# uart_transmit

uart_transmit/metal_stack.png
Drawn at 10 px/um.
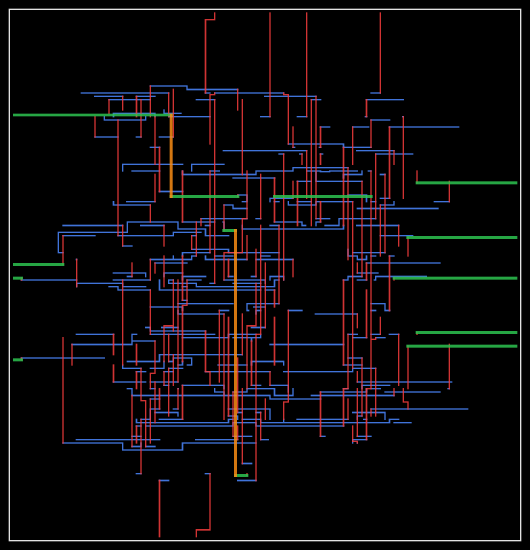
`config.mk`:
```
export PLATFORM = sky130hd
export DESIGN_NAME = uart_transmit
export DESIGN_NICKNAME = d
export VERILOG_FILES = /design/src/rtl/uart_transmit.sv
export SDC_FILE = /design/constraint.sdc
export NUM_CORES = 1
export LEC_CHECK = 0
export CAP_MARGIN = 0
export CORE_AREA = 5 5 46 48
export DETAILED_ROUTE_END_ITERATION = 6
export DIE_AREA = 0 0 51 53
export MAX_ROUTING_LAYER = met4
export PLACE_DENSITY_LB_ADDON = 0.12
export SYNTH_ARGS = -nofsm -noshare
export SYNTH_HDL_FRONTEND = slang
export SYNTH_SLANG_ARGS = --single-unit
```
`constraint.sdc`:
```
create_clock -name clk -period 4.45 [get_ports clk]
set_clock_uncertainty 0.05 [all_clocks]
set_input_delay 0.6675 -clock clk [delete_from_list [all_inputs] [get_ports clk]]
set_output_delay 0.6675 -clock clk [all_outputs]
set_load 0.005 [all_outputs]
```
`src/rtl/uart_transmit.sv`:
```
// uart_transmit
//   Baud-rate-clocked UART transmitter. Each accepted request is serialised
//   as one frame: a low start bit, BITWIDTH data bits LSB first, and a high
//   stop bit. One clock edge equals one bit time; there is no internal
//   divider. A single-cycle done pulse follows the stop bit.
//
// Parameters
//   BITWIDTH  data bits per frame (>= 1)
//
// Ports
//   clk    bit clock, rising edge active
//   rst    synchronous active-high reset; aborts any frame in flight
//   en     clock enable; when low every register holds
//   start  transmit request, only honoured while idle
//   in     parallel word, captured on the accepting edge
//   out    serial TX line, idles high
//   done   one-cycle pulse after the stop bit
//   busy   high from the start bit through the stop bit
module uart_transmit #(
  parameter int unsigned BITWIDTH = 8
) (
  input  logic                clk,
  input  logic                rst,
  input  logic                en,
  input  logic                start,
  input  logic [BITWIDTH-1:0] in,
  output logic                out,
  output logic                done,
  output logic                busy
);

  localparam int unsigned CNT_W = (BITWIDTH > 1) ? $clog2(BITWIDTH) : 1;
  localparam logic [CNT_W-1:0] LAST_BIT = CNT_W'(BITWIDTH - 1);

  typedef enum logic [2:0] {
    S_IDLE,
    S_START,
    S_DATA,
    S_STOP,
    S_DONE
  } state_t;

  state_t              state_q, state_d;
  logic [BITWIDTH-1:0] shift_q, shift_d;
  logic [CNT_W-1:0]    cnt_q,   cnt_d;
  logic                out_q,   out_d;
  logic                busy_q,  busy_d;
  logic                done_q,  done_d;

  // Outputs are computed one state ahead so that each register already
  // holds the value belonging to the state being entered.
  always_comb begin
    state_d = state_q;
    shift_d = shift_q;
    cnt_d   = cnt_q;
    out_d   = out_q;
    busy_d  = busy_q;
    done_d  = done_q;

    unique case (state_q)
      S_IDLE: begin
        out_d  = 1'b1;
        busy_d = 1'b0;
        done_d = 1'b0;
        if (start) begin
          state_d = S_START;
          shift_d = in;
          cnt_d   = '0;
          out_d   = 1'b0;
          busy_d  = 1'b1;
        end
      end

      S_START: begin
        // The shift register presents the next bit in position 0.
        state_d = S_DATA;
        out_d   = shift_q[0];
        shift_d = shift_q >> 1;
        cnt_d   = '0;
      end

      S_DATA: begin
        if (cnt_q == LAST_BIT) begin
          state_d = S_STOP;
          out_d   = 1'b1;
        end else begin
          out_d   = shift_q[0];
          shift_d = shift_q >> 1;
          cnt_d   = cnt_q + 1'b1;
        end
      end

      S_STOP: begin
        state_d = S_DONE;
        out_d   = 1'b1;
        busy_d  = 1'b0;
        done_d  = 1'b1;
      end

      S_DONE: begin
        state_d = S_IDLE;
        out_d   = 1'b1;
        busy_d  = 1'b0;
        done_d  = 1'b0;
      end

      default: begin
        state_d = S_IDLE;
        out_d   = 1'b1;
        busy_d  = 1'b0;
        done_d  = 1'b0;
      end
    endcase
  end

  always_ff @(posedge clk) begin
    if (rst) begin
      state_q <= S_IDLE;
      shift_q <= '0;
      cnt_q   <= '0;
      out_q   <= 1'b1;
      busy_q  <= 1'b0;
      done_q  <= 1'b0;
    end else if (en) begin
      state_q <= state_d;
      shift_q <= shift_d;
      cnt_q   <= cnt_d;
      out_q   <= out_d;
      busy_q  <= busy_d;
      done_q  <= done_d;
    end
  end

  assign out  = out_q;
  assign busy = busy_q;
  assign done = done_q;

endmodule

```
==> changes_impl.md <==
### Metrics

* Post-synth area hogs: dfxtp_1, o221a_2, a21oi_1
* Status: completed
* GRT Resource Usage Total at 14.7%
* Final Power at 0.303 mW
* Core Util at FP at 51.1%
* Distinct cells, synth at 30
* Gr busiest metal: met2
* P per Cell Area at 303 mW/mm^2
* Register area at 340 um^2
* Syn. warnings at 0
* GRT overflow at 0
* Layout area overhead at 17.3%
* CTS H-tree depth at 1
* Seq power at 0.169 mW
* Worst slack at placement at 2130 ps
Notes on uart_transmit/metal_stack.png above:
[green] met3 | wire length: 94.1 um
[orange] met4 | wire length: 32.6 um
[blue] met1 | wire length: 757 um
[red] met2 | wire length: 717 um


# restador_pipe

restador_pipe/pdn.png
Drawn at 8 px/um. Pins as bars on the die edge. Tap cells in grey.
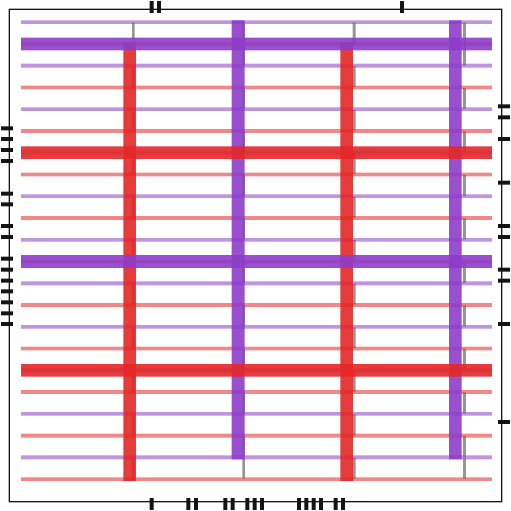
restador_pipe/cell_classes.png
Drawn at 8 px/um. Fill, decap, tap and diode cells in grey.
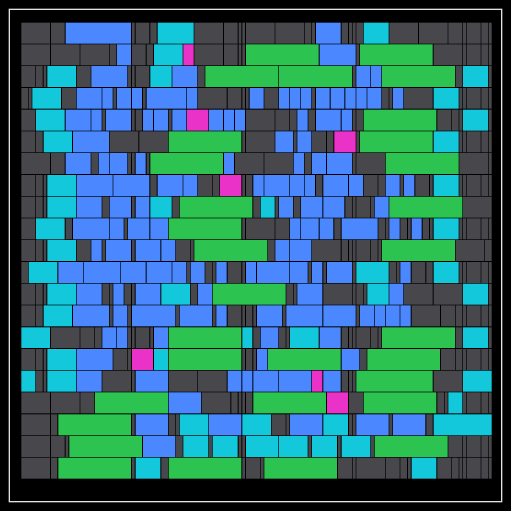
## src/rtl/restador_pipe.sv

```systemverilog
// Two-stage pipelined unsigned add/subtract with sign-magnitude result, carry and zero flags.
// Stage 1 holds the raw adder sum; stage 2 is the output register with the sign-magnitude result.
module restador_pipe #(
  parameter int unsigned WIDTH = 8,
  parameter int unsigned TAG_W = 4
) (
  input  logic             clk,
  input  logic             rst_n,
  input  logic             in_valid,
  output logic             in_ready,
  input  logic [WIDTH-1:0] in_a,
  input  logic [WIDTH-1:0] in_b,
  input  logic             in_sel,
  input  logic [TAG_W-1:0] in_tag,
  output logic             out_valid,
  input  logic             out_ready,
  output logic [WIDTH-1:0] out_res,
  output logic             out_signo,
  output logic             out_cout,
  output logic             out_zero,
  output logic [TAG_W-1:0] out_tag
);
  localparam int unsigned SUM_W = WIDTH + 1;

  logic             s1_valid;
  logic [SUM_W-1:0] s1_sum;
  logic             s1_sel;
  logic [TAG_W-1:0] s1_tag;

  logic             s2_free;
  logic             s1_adv;
  logic             in_xfer;
  logic [WIDTH-1:0] bx;
  logic [SUM_W-1:0] sum;
  logic             signo;
  logic [WIDTH-1:0] res;

  // Handshake: in_ready depends only on pipeline state and out_ready
  always_comb begin
    s2_free  = ~out_valid | out_ready;
    s1_adv   = s1_valid & s2_free;
    in_ready = rst_n & (~s1_valid | s1_adv);
    in_xfer  = in_valid & in_ready;
  end

  // Subtract is A + ~B + 1 on the same adder
  always_comb begin
    bx  = in_b ^ {WIDTH{in_sel}};
    sum = SUM_W'(in_a) + SUM_W'(bx) + SUM_W'(in_sel);
  end

  // A borrow on subtract means B > A; negate to get the magnitude
  always_comb begin
    signo = s1_sel & ~s1_sum[WIDTH];
    res   = signo ? WIDTH'(~s1_sum[WIDTH-1:0] + WIDTH'(1)) : s1_sum[WIDTH-1:0];
  end

  always_ff @(posedge clk or negedge rst_n) begin
    if (!rst_n) begin
      s1_valid <= 1'b0;
      s1_sum   <= '0;
      s1_sel   <= 1'b0;
      s1_tag   <= '0;
    end else begin
      if (in_xfer) begin
        s1_valid <= 1'b1;
        s1_sum   <= sum;
        s1_sel   <= in_sel;
        s1_tag   <= in_tag;
      end else if (s1_adv) begin
        s1_valid <= 1'b0;
      end
    end
  end

  always_ff @(posedge clk or negedge rst_n) begin
    if (!rst_n) begin
      out_valid <= 1'b0;
      out_res   <= '0;
      out_signo <= 1'b0;
      out_cout  <= 1'b0;
      out_zero  <= 1'b0;
      out_tag   <= '0;
    end else begin
      if (s1_adv) begin
        out_valid <= 1'b1;
        out_res   <= res;
        out_signo <= signo;
        out_cout  <= s1_sum[WIDTH];
        out_zero  <= (res == '0);
        out_tag   <= s1_tag;
      end else if (out_ready) begin
        out_valid <= 1'b0;
      end
    end
  end

endmodule

```

## config.mk

```make
export PLATFORM = sky130hd
export DESIGN_NAME = restador_pipe
export DESIGN_NICKNAME = d
export VERILOG_FILES = /design/src/rtl/restador_pipe.sv
export SDC_FILE = /design/constraint.sdc
export NUM_CORES = 1
export LEC_CHECK = 0
export ABC_CLOCK_PERIOD_IN_PS = 2000
export CORE_UTILIZATION = 49
export CTS_CLUSTER_DIAMETER = 100
export DETAILED_ROUTE_END_ITERATION = 6
export GPL_TIMING_DRIVEN = 0
export PLACE_DENSITY = 0.79
export SLEW_MARGIN = 25
export SYNTH_ARGS = -nofsm -noshare
export SYNTH_HDL_FRONTEND = slang
export SYNTH_SLANG_ARGS = --single-unit
export TNS_END_PERCENT = 10
```

## constraint.sdc

```tcl
create_clock -name clk -period 2 [get_ports clk]
set_input_delay 0.2 -clock clk [delete_from_list [all_inputs] [get_ports clk]]
set_output_delay 0.2 -clock clk [all_outputs]
set_load 0.1 [all_outputs]
```

==> changes_impl.md <==
### Metrics

* Status: completed
* Kind of critical path: in2reg
* Logic pwr share at 57.0%
* Yosys Instances at 172
* Final setup vio count at 0
* Max_cap viols at 0
* P_sw at 1.53 mW
* Worst slack at placement at -437 ps
* Gr busiest metal: met2
* Post-synthesis instance area at 0.00173 mm^2
* Asr flop ratio synth at 100%
* Worst slew pin tran at 965 ps
* Row count at 21
* Delay-heaviest family, CP: AND-OR/OR-AND gates
* N_taps at 46
* Post-route ant nets at 0
* Routed Wire Length at 3230 um
* Iter 0 DRT Violations at 36
* Routed met2 length at 1670 um
* CP Depth at 8
* Clock network fraction of design power at 10.9%
* Fmax at 508 MHz
* Die y size at 61.4 um
* CP cell instances: clkdlybuf4s50_1 > xor2_1 > ha_1 > nor2b_1 > o31ai_2 > a21oi_2 > a2111oi_2 > nor3_1
* GR Layer Usage met3 at 3.78%
* Comb area leader: simple AND/OR/NAND/NOR gates
About restador_pipe/pdn.png:
[purple] VDD
[red] VSS
met1 rails: 22
tap cells: 46
rows: 21

About restador_pipe/cell_classes.png:
[cyan] other buffers and delay cells | cells: 50 | share of their area: 21%
[green] flops | cells: 31 | share of their area: 35%
[magenta] clock drivers and dummy loads | cells: 7 | share of their area: 2.0%
[blue] all other logic | cells: 135 | share of their area: 42%


# seq_det_scheduler_flat

seq_det_scheduler_flat/pdn.png
Drawn at 8 px/um. Pins as bars on the die edge. Tap cells in grey.
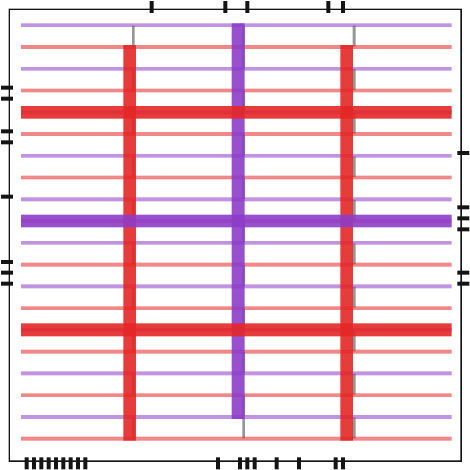
===== src/rtl/seq_det_pkg.sv =====
// Shared types for the 1101 sequence detector and its word scheduler.
package seq_det_pkg;

  typedef enum logic {
    SCH_IDLE,
    SCH_SHIFT
  } sched_state_t;

  typedef enum logic [2:0] {
    DET_IDLE,
    DET_S1,
    DET_S11,
    DET_S110,
    DET_S1101
  } det_state_t;

  localparam logic [3:0] PATTERN = 4'b1101;

endpackage


===== src/rtl/seq_det_scheduler_if.sv =====
// Host-side handshake, flush, match reporting and IRQ bundle for seq_det_scheduler.
interface seq_det_scheduler_if #(
  parameter int unsigned WORD_W = 8,
  parameter int unsigned CNT_W  = 8
);
  localparam int unsigned POS_W = $clog2(WORD_W);

  logic              in_valid;
  logic [WORD_W-1:0] in_data;
  logic              in_ready;
  logic              flush;
  logic              busy;
  logic              match_pulse;
  logic [POS_W-1:0]  match_pos;
  logic [CNT_W-1:0]  match_cnt;
  logic [CNT_W-1:0]  thresh;
  logic              irq_clr;
  logic              irq;

  modport master (
    output in_valid, in_data, flush, thresh, irq_clr,
    input  in_ready, busy, match_pulse, match_pos, match_cnt, irq
  );

  modport slave (
    input  in_valid, in_data, flush, thresh, irq_clr,
    output in_ready, busy, match_pulse, match_pos, match_cnt, irq
  );

endinterface


===== src/rtl/seq_det_core.sv =====
// Mealy 1101 detector, overlapping; advances only when en is high, clr returns it to idle.
module seq_det_core
  import seq_det_pkg::*;
(
  input  logic clk,
  input  logic reset,
  input  logic en,
  input  logic clr,
  input  logic x,
  output logic y
);

  det_state_t state_q, state_d;

  always_ff @(posedge clk) begin
    if (reset) state_q <= DET_IDLE;
    else       state_q <= state_d;
  end

  // After a hit the trailing 1 is reused, so S1101 behaves like S1.
  always_comb begin
    state_d = state_q;
    y       = 1'b0;
    if (en) begin
      case (state_q)
        DET_IDLE:          state_d = (x == PATTERN[3]) ? DET_S1 : DET_IDLE;
        DET_S1, DET_S1101: state_d = (x == PATTERN[2]) ? DET_S11 : DET_IDLE;
        DET_S11:           state_d = (x == PATTERN[1]) ? DET_S110 : DET_S11;
        DET_S110: begin
          y       = (x == PATTERN[0]);
          state_d = (x == PATTERN[0]) ? DET_S1101 : DET_IDLE;
        end
        default:           state_d = DET_IDLE;
      endcase
    end
    if (clr) state_d = DET_IDLE;
  end

endmodule


===== src/rtl/seq_det_scheduler.sv =====
// Serialises accepted words MSB-first into seq_det_core and accounts matches.
// Optional threshold interrupt enabled by defining SEQ_DET_IRQ_EN.
module seq_det_scheduler
  import seq_det_pkg::*;
#(
  parameter int unsigned WORD_W = 8,
  parameter int unsigned CNT_W  = 8
) (
  input logic               clk,
  input logic               reset,
  seq_det_scheduler_if.slave bus
);

  localparam int unsigned       IDX_W    = $clog2(WORD_W);
  localparam logic [IDX_W-1:0]  LAST_IDX = IDX_W'(WORD_W - 1);
  localparam logic [CNT_W-1:0]  CNT_MAX  = {CNT_W{1'b1}};

  sched_state_t      state_q, state_d;
  logic [WORD_W-1:0] shreg_q;
  logic [IDX_W-1:0]  idx_q;
  logic [IDX_W-1:0]  pos_q;
  logic [CNT_W-1:0]  cnt_q;
  logic              pulse_q;
  logic              ready_c;
  logic              load_c;
  logic              bit_en_c;
  logic              core_y;
  logic              hit_c;

  always_ff @(posedge clk) begin
    if (reset) state_q <= SCH_IDLE;
    else       state_q <= state_d;
  end

  // Flush overrides the handshake; the last-bit cycle may reload for gapless streaming.
  always_comb begin
    state_d  = state_q;
    ready_c  = 1'b0;
    bit_en_c = 1'b0;
    load_c   = 1'b0;
    case (state_q)
      SCH_IDLE:  ready_c = 1'b1;
      SCH_SHIFT: begin
        bit_en_c = 1'b1;
        ready_c  = (idx_q == LAST_IDX);
        if (ready_c) state_d = SCH_IDLE;
      end
      default:   state_d = SCH_IDLE;
    endcase
    if (bus.flush) begin
      ready_c = 1'b0;
      state_d = SCH_IDLE;
    end
    load_c = ready_c && bus.in_valid;
    if (load_c) state_d = SCH_SHIFT;
  end

  seq_det_core u_core (
    .clk   (clk),
    .reset (reset),
    .en    (bit_en_c),
    .clr   (bus.flush),
    .x     (shreg_q[WORD_W-1]),
    .y     (core_y)
  );

  assign hit_c = core_y && !bus.flush;

  always_ff @(posedge clk) begin
    if (reset) begin
      shreg_q <= '0;
      idx_q   <= '0;
      pos_q   <= '0;
      cnt_q   <= '0;
      pulse_q <= 1'b0;
    end else begin
      if (load_c) begin
        shreg_q <= bus.in_data;
        idx_q   <= '0;
      end else if (bit_en_c) begin
        shreg_q <= {shreg_q[WORD_W-2:0], 1'b0};
        idx_q   <= idx_q + IDX_W'(1);
      end
      pulse_q <= hit_c;
      if (hit_c) pos_q <= idx_q;
      if (hit_c && (cnt_q != CNT_MAX)) cnt_q <= cnt_q + CNT_W'(1);
    end
  end

`ifdef SEQ_DET_IRQ_EN
  logic irq_q;
  logic irq_set_c;

  // Set only on the increment that lands on thresh; set beats clear.
  assign irq_set_c = hit_c && (cnt_q != CNT_MAX) && (bus.thresh != '0) &&
                     ((cnt_q + CNT_W'(1)) == bus.thresh);

  always_ff @(posedge clk) begin
    if (reset)            irq_q <= 1'b0;
    else if (irq_set_c)   irq_q <= 1'b1;
    else if (bus.irq_clr) irq_q <= 1'b0;
  end

  assign bus.irq = irq_q;
`else
  logic unused_irq_inputs;
  assign unused_irq_inputs = ^{bus.thresh, bus.irq_clr};
  assign bus.irq = 1'b0;
`endif

  assign bus.in_ready    = ready_c;
  assign bus.busy        = (state_q == SCH_SHIFT);
  assign bus.match_pulse = pulse_q;
  assign bus.match_pos   = pos_q;
  assign bus.match_cnt   = cnt_q;

endmodule


===== src/flat_wrapper.sv =====
// flat-port wrapper written by rule: the top's interface ports become plain ports
module seq_det_scheduler_flat import seq_det_pkg::*;
#(
  parameter int unsigned WORD_W = 8,
  parameter int unsigned CNT_W  = 8
)
  (clk, reset, bus_in_valid, bus_in_data, bus_flush, bus_thresh, bus_irq_clr, bus_in_ready, bus_busy, bus_match_pulse, bus_match_pos, bus_match_cnt, bus_irq);
  seq_det_scheduler_if #(.WORD_W(WORD_W), .CNT_W(CNT_W)) bus_i ();
  input logic clk;
  input logic reset;
  input wire logic [$bits(bus_i.in_valid)-1:0] bus_in_valid;
  input wire logic [$bits(bus_i.in_data)-1:0] bus_in_data;
  input wire logic [$bits(bus_i.flush)-1:0] bus_flush;
  input wire logic [$bits(bus_i.thresh)-1:0] bus_thresh;
  input wire logic [$bits(bus_i.irq_clr)-1:0] bus_irq_clr;
  output wire logic [$bits(bus_i.in_ready)-1:0] bus_in_ready;
  output wire logic [$bits(bus_i.busy)-1:0] bus_busy;
  output wire logic [$bits(bus_i.match_pulse)-1:0] bus_match_pulse;
  output wire logic [$bits(bus_i.match_pos)-1:0] bus_match_pos;
  output wire logic [$bits(bus_i.match_cnt)-1:0] bus_match_cnt;
  output wire logic [$bits(bus_i.irq)-1:0] bus_irq;
  assign bus_i.in_valid = bus_in_valid;
  assign bus_i.in_data = bus_in_data;
  assign bus_i.flush = bus_flush;
  assign bus_i.thresh = bus_thresh;
  assign bus_i.irq_clr = bus_irq_clr;
  assign bus_in_ready = bus_i.in_ready;
  assign bus_busy = bus_i.busy;
  assign bus_match_pulse = bus_i.match_pulse;
  assign bus_match_pos = bus_i.match_pos;
  assign bus_match_cnt = bus_i.match_cnt;
  assign bus_irq = bus_i.irq;
  seq_det_scheduler #(.WORD_W(WORD_W), .CNT_W(CNT_W)) u_core (.clk(clk), .reset(reset), .bus(bus_i));
endmodule

===== config.mk =====
export PLATFORM = sky130hd
export DESIGN_NAME = seq_det_scheduler_flat
export DESIGN_NICKNAME = d
export VERILOG_FILES = /design/src/rtl/seq_det_pkg.sv /design/src/rtl/seq_det_scheduler_if.sv /design/src/rtl/seq_det_core.sv /design/src/rtl/seq_det_scheduler.sv /design/src/flat_wrapper.sv
export SDC_FILE = /design/constraint.sdc
export NUM_CORES = 1
export LEC_CHECK = 0
export CAP_MARGIN = 20
export CORE_UTILIZATION = 42
export DETAILED_ROUTE_END_ITERATION = 7
export PLACE_DENSITY = 0.75
export SLEW_MARGIN = 40
export SYNTH_ARGS = -nofsm -noshare
export SYNTH_HDL_FRONTEND = slang
export SYNTH_SLANG_ARGS = --single-unit

===== constraint.sdc =====
create_clock -name clk -period 1.7 [get_ports clk]
set_clock_uncertainty 0.15 [all_clocks]
set_input_delay 0.255 -clock clk [delete_from_list [all_inputs] [get_ports clk]]
set_output_delay 0.255 -clock clk [all_outputs]
set_load 0.02 [all_outputs]

==> changes_impl.md <==
### Metrics

* Sw frac at 23.5%
* Part of the power in registers at 62.3%
* CP most frequent cell: ha_4
* DR vias/cell at 5.53
* Internal at 0.812 mW
* Area fraction in compound gates at 13.3%
* Setup bufs post-CTS at 0
* OpenROAD warning count at 37
* Delay-heaviest family, CP: flip-flops
* Fmax at 590 MHz
* Status: completed
* PnR worst setup slack at 5.19 ps
* Post-DP HPWL at 2040 um
* Core Region at 0.00278 mm^2
* Synth Instances at 140
* Vias in the first global route at 1143
* Post-route ant nets at 0
* Met3 wire length at 124 um
* P per Cell Area at 626 mW/mm^2
* Die x size at 56.3 um
* Register area at 543 um^2
About seq_det_scheduler_flat/pdn.png:
[purple] VDD
[red] VSS
rows: 19
tap cells: 31
met1 rails: 20


# any1_vagen

any1_vagen/pdn.png
Drawn at 2 px/um. Pins as bars on the die edge. Tap cells in grey.
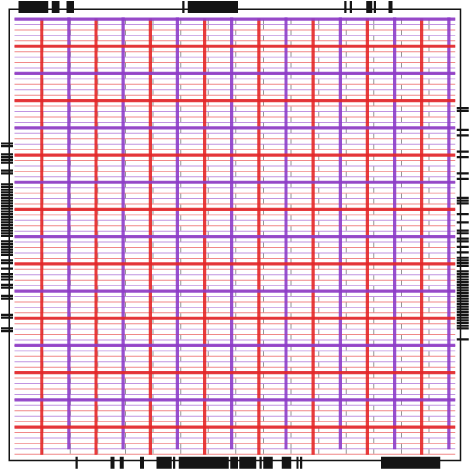
any1_vagen/cell_classes.png
Drawn at 2 px/um. Fill, decap, tap and diode cells in grey.
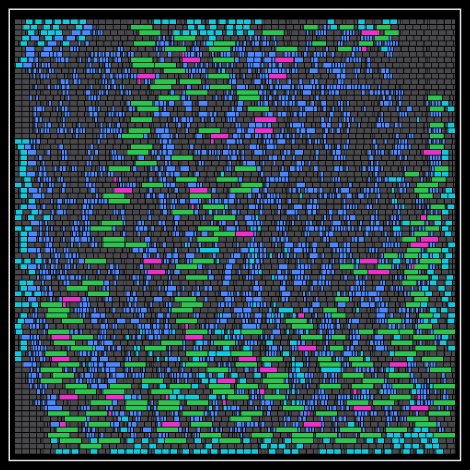
any1_vagen/clock_map.png
Drawn at 1.5 px/um.
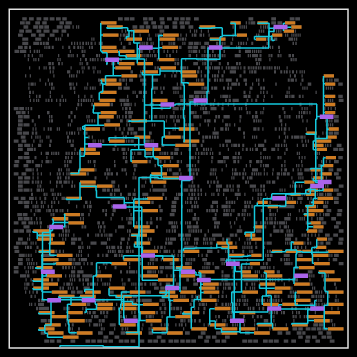
## config.mk

```make
export PLATFORM = sky130hd
export DESIGN_NAME = any1_vagen
export DESIGN_NICKNAME = d
export VERILOG_FILES = /design/src/rtl/any1_pkg.sv /design/src/rtl/any1_vagen.sv
export SDC_FILE = /design/constraint.sdc
export NUM_CORES = 1
export LEC_CHECK = 0
export ABC_AREA = 1
export CORE_MARGIN = 2
export CORE_UTILIZATION = 35
export CTS_BUF_LIST = sky130_fd_sc_hd__clkbuf_16
export DETAILED_ROUTE_END_ITERATION = 10
export GPL_TIMING_DRIVEN = 0
export PLACE_DENSITY_LB_ADDON = 0.15
export SETUP_SLACK_MARGIN = 0.1
export SLEW_MARGIN = 10
export SYNTH_ARGS = -nofsm -noshare
export SYNTH_HDL_FRONTEND = slang
export SYNTH_SLANG_ARGS = --single-unit
```

## constraint.sdc

```tcl
create_clock -name clk -period 13.7 [get_ports clk]
set_clock_uncertainty 0.15 [all_clocks]
set_input_delay 2.74 -clock clk [delete_from_list [all_inputs] [get_ports clk]]
set_output_delay 2.74 -clock clk [all_outputs]
set_load 0.01 [all_outputs]
```

## src/rtl/any1_pkg.sv

```systemverilog
// Shared types and defaults for the any1 address-generation blocks.
package any1_pkg;

  localparam int ANY1_MAXVL = 64;

  typedef enum logic [1:0] {
    MODE_SCALAR  = 2'd0,
    MODE_SCALED  = 2'd1,
    MODE_STRIDED = 2'd2,
    MODE_INDEXED = 2'd3
  } agen_mode_t;

  typedef enum logic [1:0] {
    ST_IDLE = 2'd0,
    ST_RUN  = 2'd1,
    ST_DONE = 2'd2
  } agen_state_t;

endpackage

```

## src/rtl/any1_vagen.sv

```systemverilog
// Vector address generator: emits one effective address per enabled element
// for scalar, scaled-index, strided and gather/scatter addressing.
module any1_vagen
  import any1_pkg::*;
#(
  parameter int AWID  = 32,
  parameter int MAXVL = ANY1_MAXVL,
  parameter int LW    = $clog2(MAXVL) + 1
) (
  input  logic            clk,
  input  logic            rst,
  input  logic            start,
  input  logic [1:0]      mode,
  input  logic [AWID-1:0] base,
  input  logic [AWID-1:0] disp,
  input  logic [AWID-1:0] stride,
  input  logic [1:0]      scale,
  input  logic [LW-1:0]   vl,
  input  logic [MAXVL-1:0] mask,
  output logic [LW-2:0]   idx_elem,
  input  logic [AWID-1:0] idx_i,
  output logic [AWID-1:0] ea_o,
  output logic [LW-2:0]   elem_o,
  output logic            ea_valid,
  input  logic            ea_ready,
  input  logic            abort,
  output logic            busy,
  output logic            done
);

  agen_state_t      state_q, state_d;
  agen_mode_t       mode_q, mode_d;
  logic [AWID-1:0]  bd_q, bd_d;
  logic [AWID-1:0]  stride_q, stride_d;
  logic [1:0]       scale_q, scale_d;
  logic [LW-1:0]    vl_q, vl_d;
  logic [MAXVL-1:0] mask_q, mask_d;
  logic [LW-1:0]    ptr_q, ptr_d;
  logic [AWID-1:0]  acc_q, acc_d;
  logic [AWID-1:0]  ea_q, ea_d;
  logic [LW-2:0]    elem_q, elem_d;
  logic             ea_valid_q, ea_valid_d;
  logic             done_q, done_d;

  agen_mode_t       cur_mode;
  logic [AWID-1:0]  cur_bd, cur_stride, cur_acc, cur_addr;
  logic [1:0]       cur_scale;
  logic [LW-1:0]    eff_vl;
  logic             idle, have_elem, elem_en, can_adv, step;

  // Element 0 is produced in the start cycle, so IDLE reads the live inputs
  // while RUN reads the latched copy.
  always_comb begin
    idle       = (state_q == ST_IDLE);
    cur_mode   = idle ? agen_mode_t'(mode) : mode_q;
    cur_bd     = idle ? (base + disp) : bd_q;
    cur_stride = idle ? stride : stride_q;
    cur_scale  = idle ? scale : scale_q;
    cur_acc    = idle ? (base + disp) : acc_q;
    eff_vl     = idle ? vl : vl_q;
    elem_en    = idle ? mask[ptr_q[LW-2:0]] : mask_q[ptr_q[LW-2:0]];
    if (cur_mode == MODE_SCALAR || cur_mode == MODE_SCALED) begin
      eff_vl  = LW'(1);
      elem_en = 1'b1;
    end
    case (cur_mode)
      MODE_SCALAR:  cur_addr = cur_bd;
      MODE_SCALED:  cur_addr = cur_bd + (cur_stride << cur_scale);
      MODE_STRIDED: cur_addr = cur_acc;
      default:      cur_addr = cur_bd + (idx_i << cur_scale);
    endcase
    have_elem = (ptr_q < eff_vl);
    can_adv   = !ea_valid_q || ea_ready;
  end

  // Next-state logic: sequencing, element stepping and output beat staging.
  always_comb begin
    state_d    = state_q;
    mode_d     = mode_q;
    bd_d       = bd_q;
    stride_d   = stride_q;
    scale_d    = scale_q;
    vl_d       = vl_q;
    mask_d     = mask_q;
    ptr_d      = ptr_q;
    acc_d      = acc_q;
    ea_d       = ea_q;
    elem_d     = elem_q;
    ea_valid_d = ea_valid_q;
    done_d     = 1'b0;
    step       = 1'b0;

    case (state_q)
      ST_IDLE: begin
        if (start) begin
          state_d    = ST_RUN;
          mode_d     = agen_mode_t'(mode);
          bd_d       = base + disp;
          stride_d   = stride;
          scale_d    = scale;
          vl_d       = vl;
          mask_d     = mask;
          ea_valid_d = 1'b0;
          step       = have_elem;
        end
      end
      ST_RUN: begin
        if (abort) begin
          state_d    = ST_DONE;
          ea_valid_d = 1'b0;
          done_d     = 1'b0 | 1'b1;
        end else if (can_adv) begin
          if (have_elem) begin
            step = 1'b1;
          end else begin
            state_d    = ST_DONE;
            ea_valid_d = 1'b0;
            done_d     = 1'b1;
          end
        end
      end
      default: begin
        state_d = ST_IDLE;
        ptr_d   = '0;
      end
    endcase

    // A masked-off element still advances the pointer and the accumulator.
    if (step) begin
      ptr_d      = ptr_q + LW'(1);
      acc_d      = cur_acc + cur_stride;
      ea_valid_d = elem_en;
      if (elem_en) begin
        ea_d   = cur_addr;
        elem_d = ptr_q[LW-2:0];
      end
    end
  end

  // State registers; configuration and accumulator are data and carry no reset.
  always_ff @(posedge clk) begin
    if (rst) begin
      state_q    <= ST_IDLE;
      ptr_q      <= '0;
      ea_q       <= '0;
      elem_q     <= '0;
      ea_valid_q <= 1'b0;
      done_q     <= 1'b0;
    end else begin
      state_q    <= state_d;
      ptr_q      <= ptr_d;
      ea_q       <= ea_d;
      elem_q     <= elem_d;
      ea_valid_q <= ea_valid_d;
      done_q     <= done_d;
    end
    mode_q   <= mode_d;
    bd_q     <= bd_d;
    stride_q <= stride_d;
    scale_q  <= scale_d;
    vl_q     <= vl_d;
    mask_q   <= mask_d;
    acc_q    <= acc_d;
  end

  assign idx_elem = ptr_q[LW-2:0];
  assign ea_o     = ea_q;
  assign elem_o   = elem_q;
  assign ea_valid = ea_valid_q;
  assign done     = done_q;
  assign busy     = (state_q != ST_IDLE);

endmodule

```

==> changes_impl.md <==
### Metrics

* Worst hold stages at 2
* Port Buffers at 254
* Core Util at FP at 35.6%
* GRT overflow at 0
* Synth Flop Type: edfxtp_1
* Fraction of area in non-clock buffers at 14.6%
* Routed met2 length at 32900 um
* Part of the power in registers at 27.1%
* Final Power at 3.32 mW
* Setup crit end: acc_q[28]
* Top cell category: logic gates
* Layout clock area frac at 4.36%
* Post-Layout Cell Count at 3353
* Arr. time, crit path at 7700 ps
* Status: completed
* RR Startpoint: state_q[1]
* R2R setup slack at 7840 ps
* Pre-antenna DRT Iters at 8
* Kind of critical path: in2reg
* Area fraction in compound gates at 14.6%
* Post-route ant nets at 0
* Met1 Use GR at 41.2%
* GR Layer Usage met3 at 2.81%
* Share of cells above drive strength 1 at 5.99%
* N_taps at 615
* Final #Nets at 3025
* Fin crit period at 7530 ps
* Die x size at 225 um
* Post-synthesis instance area at 0.0171 mm^2
About any1_vagen/pdn.png:
[purple] VDD
[red] VSS
signal pins: 255
met1 rails: 81
tap cells: 615
met5 straps: 16
met4 straps: 16

About any1_vagen/cell_classes.png:
[cyan] other buffers and delay cells | cells: 343 | share of their area: 15%
[blue] all other logic | cells: 2121 | share of their area: 51%
[magenta] clock drivers and dummy loads | cells: 52 | share of their area: 4.5%
[green] flops | cells: 220 | share of their area: 30%

About any1_vagen/clock_map.png:
[purple] cells driving clock nets | count: 28
[orange] flip-flops | count: 220
[cyan] clock wires | length: 3530 um
routed clock nets: 29
flops lie: spread over the die



==> notes/layouts.md <==
Pictures saved along the way, in no particular order.

Routing congestion.
picture 1
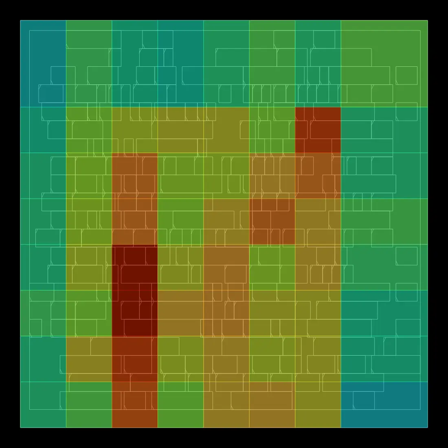
picture 2
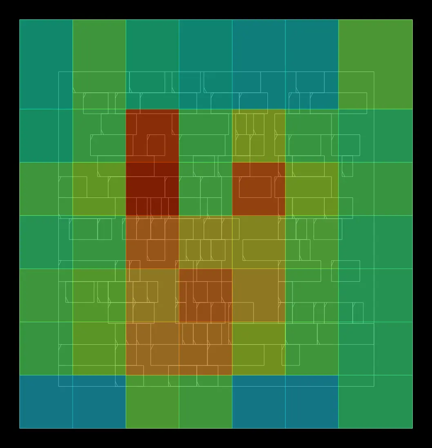
picture 3
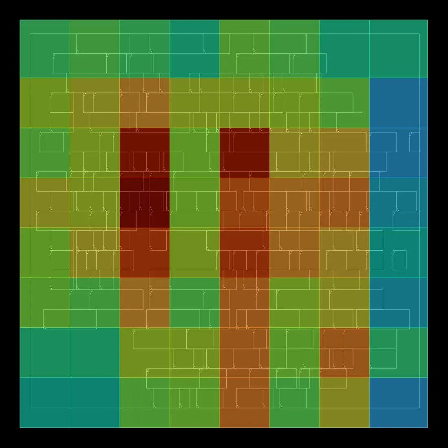
picture 4
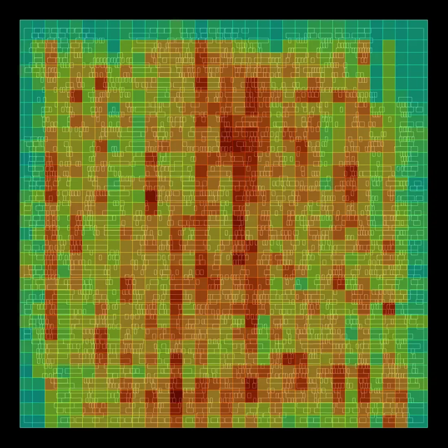
- picture 3 = seq_det_scheduler_flat
- picture 4 = any1_vagen
- picture 2 = uart_transmit
- picture 1 = restador_pipe

Power and IR drop assume default switching activity.
